# ---- design 1 ----
[src/rtl/sram_burst_reader_pkg.sv]
// Shared definitions for the SRAM burst reader: default widths, FSM states
// and the read-issue credit rule.
package sram_burst_reader_pkg;

  localparam int DEFAULT_ADDR_WIDTH = 11;
  localparam int DEFAULT_DATA_WIDTH = 8;

  typedef enum logic [1:0] {
    IDLE,
    ISSUE,
    DRAIN,
    FINISH
  } state_e;

  // A new read may only start if, after this cycle's transfer, at most one
  // byte is already committed, so a returning read always finds a free slot.
  function automatic logic may_issue(input logic [1:0] occupancy,
                                     input logic       in_flight,
                                     input logic       xfer);
    logic [2:0] pending;
    pending = {1'b0, occupancy} + {2'b00, in_flight};
    return pending <= ({2'b00, xfer} + 3'd1);
  endfunction

endpackage

[src/rtl/byte_skid_buffer.sv]
// Two-entry valid/ready buffer: a head register that drives the consumer and
// a skid register that absorbs one byte while the head is stalled.
module byte_skid_buffer
  import sram_burst_reader_pkg::*;
#(
  parameter int DATA_WIDTH = DEFAULT_DATA_WIDTH
) (
  input  logic                  clock,
  input  logic                  reset,
  input  logic                  in_valid,
  output logic                  in_ready,
  input  logic [DATA_WIDTH-1:0] in_data,
  output logic                  out_valid,
  input  logic                  out_ready,
  output logic [DATA_WIDTH-1:0] out_data,
  output logic [1:0]            occupancy
);

  logic                  skid_valid;
  logic [DATA_WIDTH-1:0] skid_data;
  logic                  in_xfer;
  logic                  out_xfer;
  logic                  head_free;

  assign in_ready  = !skid_valid;
  assign in_xfer   = in_valid && in_ready;
  assign out_xfer  = out_valid && out_ready;
  assign head_free = !out_valid || out_xfer;
  assign occupancy = {1'b0, out_valid} + {1'b0, skid_valid};

  // NOTE: state registers use <= so every flop samples pre-edge values;
  // blocking here would make the result depend on statement order.
  always_ff @(posedge clock or posedge reset) begin
    if (reset) begin
      out_valid  <= 1'b0;
      out_data   <= '0;
      skid_valid <= 1'b0;
      skid_data  <= '0;
    end else if (head_free) begin
      // The skid entry is older than anything arriving now, so it goes first.
      if (skid_valid) begin
        out_valid  <= 1'b1;
        out_data   <= skid_data;
        skid_valid <= 1'b0;
      end else if (in_xfer) begin
        out_valid <= 1'b1;
        out_data  <= in_data;
      end else begin
        out_valid <= 1'b0;
      end
    end else if (in_xfer) begin
      skid_valid <= 1'b1;
      skid_data  <= in_data;
    end
  end

endmodule

[src/rtl/sram_burst_reader.sv]
// Streams a burst of bytes out of a synchronous single-port RAM, keeping at
// most two bytes buffered so the consumer can stall without losing data.
module sram_burst_reader
  import sram_burst_reader_pkg::*;
#(
  parameter int ADDR_WIDTH = DEFAULT_ADDR_WIDTH,
  parameter int DATA_WIDTH = DEFAULT_DATA_WIDTH
) (
  input  logic                  clock,
  input  logic                  reset,
  input  logic                  startBurst,
  input  logic [ADDR_WIDTH-1:0] startAddress,
  input  logic [ADDR_WIDTH:0]   burstLength,
  output logic [ADDR_WIDTH-1:0] memAddress,
  output logic                  memWriteEnable,
  input  logic [DATA_WIDTH-1:0] memDataOut,
  output logic [DATA_WIDTH-1:0] dataOut,
  output logic                  dataValid,
  input  logic                  dataReady,
  output logic                  busy,
  output logic                  done
);

  localparam logic [ADDR_WIDTH:0] LEN_ONE = {{ADDR_WIDTH{1'b0}}, 1'b1};

  state_e              state;
  state_e              state_next;
  logic [ADDR_WIDTH:0] remaining;
  logic                in_flight;
  logic                accept;
  logic                issue;
  logic                xfer;
  logic                buf_in_ready;
  logic [1:0]          occupancy;

  assign memWriteEnable = 1'b0;
  assign xfer           = dataValid && dataReady;

  always_ff @(posedge clock or posedge reset) begin
    if (reset) state <= IDLE;
    else       state <= state_next;
  end

  // NOTE: every output of this block gets a default before the case, so no
  // path leaves a signal unassigned and no latch is inferred.
  always_comb begin
    state_next = state;
    accept     = 1'b0;
    issue      = 1'b0;
    busy       = 1'b0;
    done       = 1'b0;
    case (state)
      IDLE: begin
        if (startBurst) begin
          if (burstLength != '0) begin
            accept     = 1'b1;
            state_next = ISSUE;
          end else begin
            state_next = FINISH;
          end
        end
      end
      ISSUE: begin
        busy  = 1'b1;
        issue = may_issue(occupancy, in_flight, xfer) && buf_in_ready;
        if (issue && remaining == LEN_ONE) state_next = DRAIN;
      end
      DRAIN: begin
        busy = 1'b1;
        // Last byte leaves when it is the only one held and nothing is returning.
        if (xfer && occupancy == 2'd1 && !in_flight) state_next = FINISH;
      end
      FINISH: begin
        done       = 1'b1;
        state_next = IDLE;
      end
      default: state_next = IDLE;
    endcase
  end

  // memAddress is the address the RAM samples at the end of the current
  // cycle; an issue advances it and marks one read as in flight.
  always_ff @(posedge clock or posedge reset) begin
    if (reset) begin
      memAddress <= '0;
      remaining  <= '0;
      in_flight  <= 1'b0;
    end else begin
      in_flight <= issue;
      if (accept) begin
        memAddress <= startAddress;
        remaining  <= burstLength;
      end else if (issue) begin
        memAddress <= memAddress + 1'b1;
        remaining  <= remaining - 1'b1;
      end
    end
  end

  byte_skid_buffer #(
    .DATA_WIDTH(DATA_WIDTH)
  ) u_buffer (
    .clock    (clock),
    .reset    (reset),
    .in_valid (in_flight),
    .in_ready (buf_in_ready),
    .in_data  (memDataOut),
    .out_valid(dataValid),
    .out_ready(dataReady),
    .out_data (dataOut),
    .occupancy(occupancy)
  );

endmodule

[config.mk]
export PLATFORM = sky130hd
export DESIGN_NAME = sram_burst_reader
export DESIGN_NICKNAME = d
export VERILOG_FILES = /design/src/rtl/sram_burst_reader_pkg.sv /design/src/rtl/byte_skid_buffer.sv /design/src/rtl/sram_burst_reader.sv
export SDC_FILE = /design/constraint.sdc
export NUM_CORES = 1
export LEC_CHECK = 0
export CORE_MARGIN = 3
export CORE_UTILIZATION = 44
export CTS_CLUSTER_SIZE = 12
export DETAILED_ROUTE_END_ITERATION = 8
export GPL_ROUTABILITY_DRIVEN = 0
export HOLD_SLACK_MARGIN = 0.08
export PLACE_DENSITY = 0.8
export SKIP_CTS_REPAIR_TIMING = 1
export SKIP_LAST_GASP = 1
export SYNTH_ARGS = -nofsm -noshare
export SYNTH_HDL_FRONTEND = slang
export SYNTH_SLANG_ARGS = --single-unit
[constraint.sdc]
create_clock -name clock -period 4.2 [get_ports clock]
set_input_delay 0.84 -clock clock [delete_from_list [all_inputs] [get_ports clock]]
set_output_delay 0.84 -clock clock [all_outputs]
set_load 0.02 [all_outputs]
# ---- design 2 ----
[src/rtl/serial_mult_seq.sv]
// serial_mult_seq: sequential shift-add multiplier producing a 2*WIDTH-bit
// product from two WIDTH-bit operands. Operands are converted to magnitudes
// at accept time, multiplied unsigned, and the sign is reapplied on the
// final edge. RUN ends early once the remaining multiplier bits are zero.
module serial_mult_seq #(
    parameter int WIDTH     = 8,
    parameter bit SIGNED_EN = 1'b1
) (
    input  logic                 clk,
    input  logic                 resetn,
    input  logic                 in_valid,
    output logic                 in_ready,
    input  logic [WIDTH-1:0]     a,
    input  logic [WIDTH-1:0]     b,
    input  logic                 is_signed,
    output logic                 out_valid,
    input  logic                 out_ready,
    output logic [2*WIDTH-1:0]   product,
    output logic [1:0]           state
);

    localparam int PW = 2 * WIDTH;

    typedef enum logic [1:0] {
        IDLE = 2'd0,
        RUN  = 2'd1,
        DONE = 2'd2
    } state_t;

    state_t state_q, state_d;

    logic [PW-1:0]    mcand_q, mcand_d;
    logic [WIDTH-1:0] mplr_q,  mplr_d;
    logic [PW-1:0]    acc_q,   acc_d;
    logic             neg_q,   neg_d;
    logic [PW-1:0]    product_q, product_d;

    logic             signed_mode;
    logic [WIDTH-1:0] a_mag;
    logic [WIDTH-1:0] b_mag;
    logic             accept;
    logic             finish;

    // Magnitude conversion of the operands; the most negative value maps to
    // 2^(WIDTH-1), which still fits the unsigned WIDTH-bit registers.
    always_comb begin
        signed_mode = SIGNED_EN & is_signed;
        a_mag       = (signed_mode && a[WIDTH-1]) ? ('0 - a) : a;
        b_mag       = (signed_mode && b[WIDTH-1]) ? ('0 - b) : b;
    end

    assign accept = (state_q == IDLE) && in_valid;
    assign finish = (state_q == RUN) && (mplr_q == '0);

    // State register with synchronous active-low reset.
    always_ff @(posedge clk) begin
        if (!resetn) begin
            state_q <= IDLE;
        end else begin
            state_q <= state_d;
        end
    end

    // Next-state logic: IDLE accepts, RUN exits when multiplier is exhausted,
    // DONE waits for the consumer.
    always_comb begin
        state_d = state_q;
        case (state_q)
            IDLE: if (in_valid)       state_d = RUN;
            RUN:  if (mplr_q == '0)   state_d = DONE;
            DONE: if (out_ready)      state_d = IDLE;
            default:                  state_d = IDLE;
        endcase
    end

    // Handshake outputs decode from the state register only.
    always_comb begin
        in_ready  = 1'b0;
        out_valid = 1'b0;
        case (state_q)
            IDLE:    in_ready  = 1'b1;
            DONE:    out_valid = 1'b1;
            default: ;
        endcase
    end

    // Datapath next-state: load on accept, shift-add while RUN, and apply the
    // sign to the accumulator on the edge that leaves RUN.
    always_comb begin
        mcand_d   = mcand_q;
        mplr_d    = mplr_q;
        acc_d     = acc_q;
        neg_d     = neg_q;
        product_d = product_q;
        if (accept) begin
            mcand_d = {{WIDTH{1'b0}}, a_mag};
            mplr_d  = b_mag;
            acc_d   = '0;
            neg_d   = signed_mode & (a[WIDTH-1] ^ b[WIDTH-1]);
        end else if (finish) begin
            product_d = neg_q ? ('0 - acc_q) : acc_q;
        end else if (state_q == RUN) begin
            if (mplr_q[0]) begin
                acc_d = acc_q + mcand_q;
            end
            mcand_d = mcand_q << 1;
            mplr_d  = mplr_q >> 1;
        end
    end

    // Datapath registers; reset discards any in-flight operation.
    always_ff @(posedge clk) begin
        if (!resetn) begin
            mcand_q   <= '0;
            mplr_q    <= '0;
            acc_q     <= '0;
            neg_q     <= 1'b0;
            product_q <= '0;
        end else begin
            mcand_q   <= mcand_d;
            mplr_q    <= mplr_d;
            acc_q     <= acc_d;
            neg_q     <= neg_d;
            product_q <= product_d;
        end
    end

    assign product = product_q;
    assign state   = state_q;

endmodule

[config.mk]
export PLATFORM = sky130hd
export DESIGN_NAME = serial_mult_seq
export DESIGN_NICKNAME = d
export VERILOG_FILES = /design/src/rtl/serial_mult_seq.sv
export SDC_FILE = /design/constraint.sdc
export NUM_CORES = 1
export LEC_CHECK = 0
export CORE_MARGIN = 2
export CORE_UTILIZATION = 57
export DETAILED_ROUTE_END_ITERATION = 8
export GPL_TIMING_DRIVEN = 0
export PLACE_DENSITY = 0.81
export SETUP_SLACK_MARGIN = 0.3
export SLEW_MARGIN = 20
export SYNTH_ARGS = -nofsm -noshare
export SYNTH_HDL_FRONTEND = slang
export SYNTH_SLANG_ARGS = --single-unit
[constraint.sdc]
create_clock -name clk -period 2.5 [get_ports clk]
set_input_delay 0.5 -clock clk [delete_from_list [all_inputs] [get_ports clk]]
set_output_delay 0.5 -clock clk [all_outputs]
set_load 0.005 [all_outputs]
Figure 1. Routing congestion (design 1).
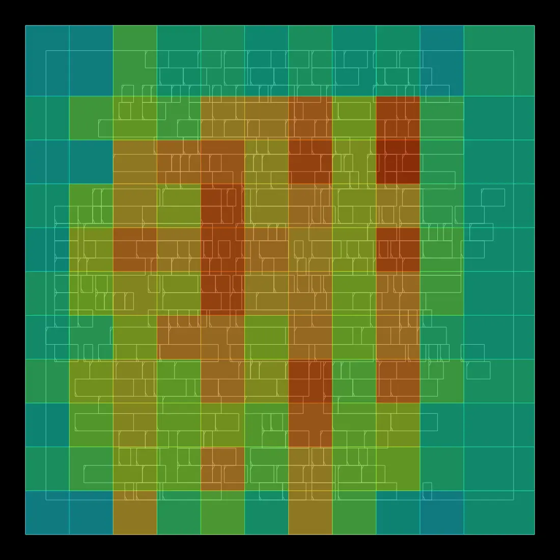
met1 usage: 22.9%
gr usage total: 17.4%

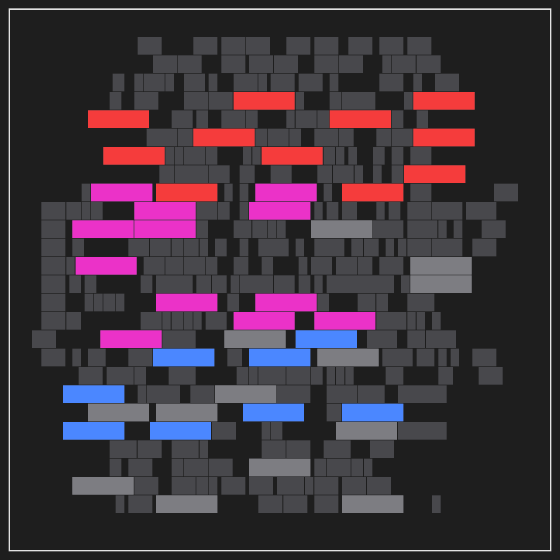
Figure 2: design 1, sequential cells colored by netlist name.
Other sequential cells in the stronger gray, the rest of the logic in the fainter gray.
Key: magenta = remaining [flops 12]; red = memAddress [flops 11]; blue = u_buffer.skid_data [flops 8]
Another 13 sequential cells are not colored.

==> flow_metrics.py, design 1 <==
# Generated from Yosys and OpenROAD reports
metrics = {
    "run_status": {
        "status": "finished, final reports clean",
    },
    "final_timing": {
        "setup-tns-final_ns": 0,
        "timing.final.crit_share_pct": 81.1,
        "period_needed_ns": 3.41,
    },
    "layout": {
        "largest_registers": "remaining (12), memAddress (11)",
        "instances_no_fill": 371,
        "regArea_um2": 1100,
        "comb_area_share_pct": 39.4,
        "n_fill_cell": 445,
        "buf_share_pct": 18.4,
        "buffers": 58,
        "seq_share_pct": 35.1,
        "num-multi-input-gates": 179,
    },
    "floorplan": {
        "tap_cells": 70,
        "die_area_um2": 6420,
        "fp_util_pct": 46.4,
        "rows": 26,
        "core_um2": 5200,
    },
    "critical_path": {
        "cp_cell_sequence": "clkdlybuf4s50_1, nand2_1, inv_1, fa_1, or3b_4, a2111oi_4, nand4b_1, a221o_1, mux2i_1",
        "path_depth": 9,
        "timing.rr.end": "state[1]",
        "cp_max_fo": 10,
    },
    "power": {
        "pg_comb_mw": 1.17,
        "total_power_mw": 2.26,
        "internal-power_mw": 1.31,
    },
    "worst_hold_path": {
        "hold_path_depth": 1,
    },
    "yosys": {
        "avgSynthCellArea_um2": 9.91,
        "synth_top_cell_by_area": "dfrtp_1",
        "netlist_area_um2": 2420,
    },
    "route": {
        "wire_per_inst_um": 14.3,
        "route.met3.wl_um": 216,
    },
}
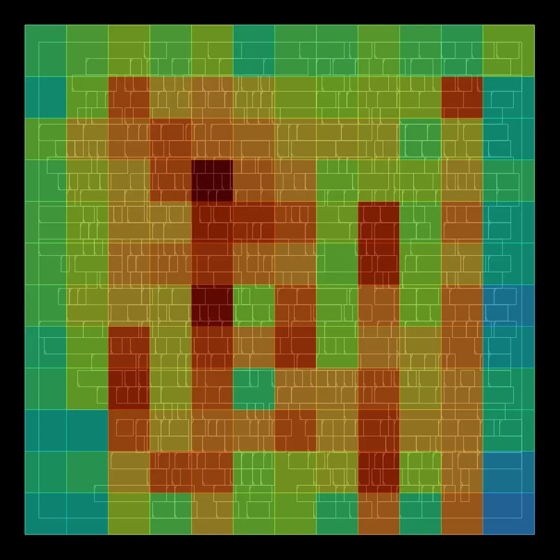
Figure 3: design 2, routing congestion.
Finished Core Util: 70.9%
met1 usage: 36.4%

==> flow_metrics.py, design 2 <==
# Generated from Yosys and OpenROAD reports
metrics = {
    "worst_hold_path": {
        "worstHoldPathType": "reg2reg",
        "hold_path_end": "mcand_q[14]",
    },
    "power": {
        "p_seq_mw": 1.04,
        "vdd_drop_max_mv": 0.773,
        "clkPwrFrac_pct": 40.1,
        "p_per_area_nw_per_um2": 553,
        "internal-power_mw": 1.79,
    },
    "route": {
        "wl_met2_um": 4320,
        "vias": 3611,
        "drt_wl_total_um": 9470,
        "wire_per_inst_um": 15.9,
    },
    "layout": {
        "num-multi-input-gates": 373,
        "largest_class": "combinational gates",
        "regArea_um2": 1180,
        "n_all_inverters": 10,
        "area_delta_synth_final_pct": 21.4,
        "layout.nets": 556,
    },
    "floorplan": {
        "core_um2": 6310,
        "die_w_um": 84.4,
    },
    "clock_network": {
        "cts.reportedPaths.clkPinSlew_ns": 0.07,
        "cts_root_buffer": "clkbuf_8",
        "cts_hold_buf": 0,
        "clock-sinks": 59,
        "post_cts_resized": 4,
    },
    "final_timing": {
        "whs_ns": 0.482,
        "setup_viol": 0,
        "rsz0062_at_grt": "true",
        "slew_headroom_pct": 65.1,
    },
    "critical_path": {
        "start_kind": "flop",
        "cp.arrival_ns": 2.38,
        "timing.rr.end": "acc_q[11]",
        "crit_slowest_cell": "dfxtp_1",
        "cp_top_family": "simple AND/OR/NAND/NOR gates",
    },
    "global_routing": {
        "antenna_found_initial": 0,
    },
    "yosys": {
        "most_common_cell": "nand2_1",
        "synth_cell_types": 52,
        "yosys_most_used_dff": "dfxtp_1",
        "netlist.area_leader.share_pct": 32.0,
        "ys_sh_xor_pct": 6.65,
    },
    "place": {
        "postPlaceCellArea_um2": 4180,
    },
    "run_status": {
        "status": "finished, final reports clean",
    },
}


==> layout pictures side by side <==
Placed cells, one color a class.
panel A
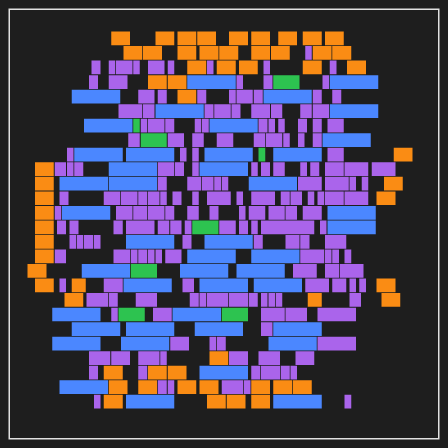
panel B
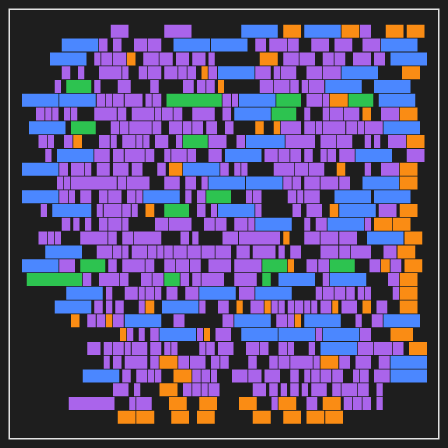
Design 1 is panel A.
Design 2 is panel B.

Key to panel B:
Key: blue = flip-flops [cells 59, share of their area 27%]; orange = other buffers and delay cells [cells 63, share of their area 11%]; purple = all other logic [cells 383, share of their area 56%]; green = clock drivers and dummy loads [cells 15, share of their area 5.1%]

No activity file was given, so power comes from the tool's default toggle rates.
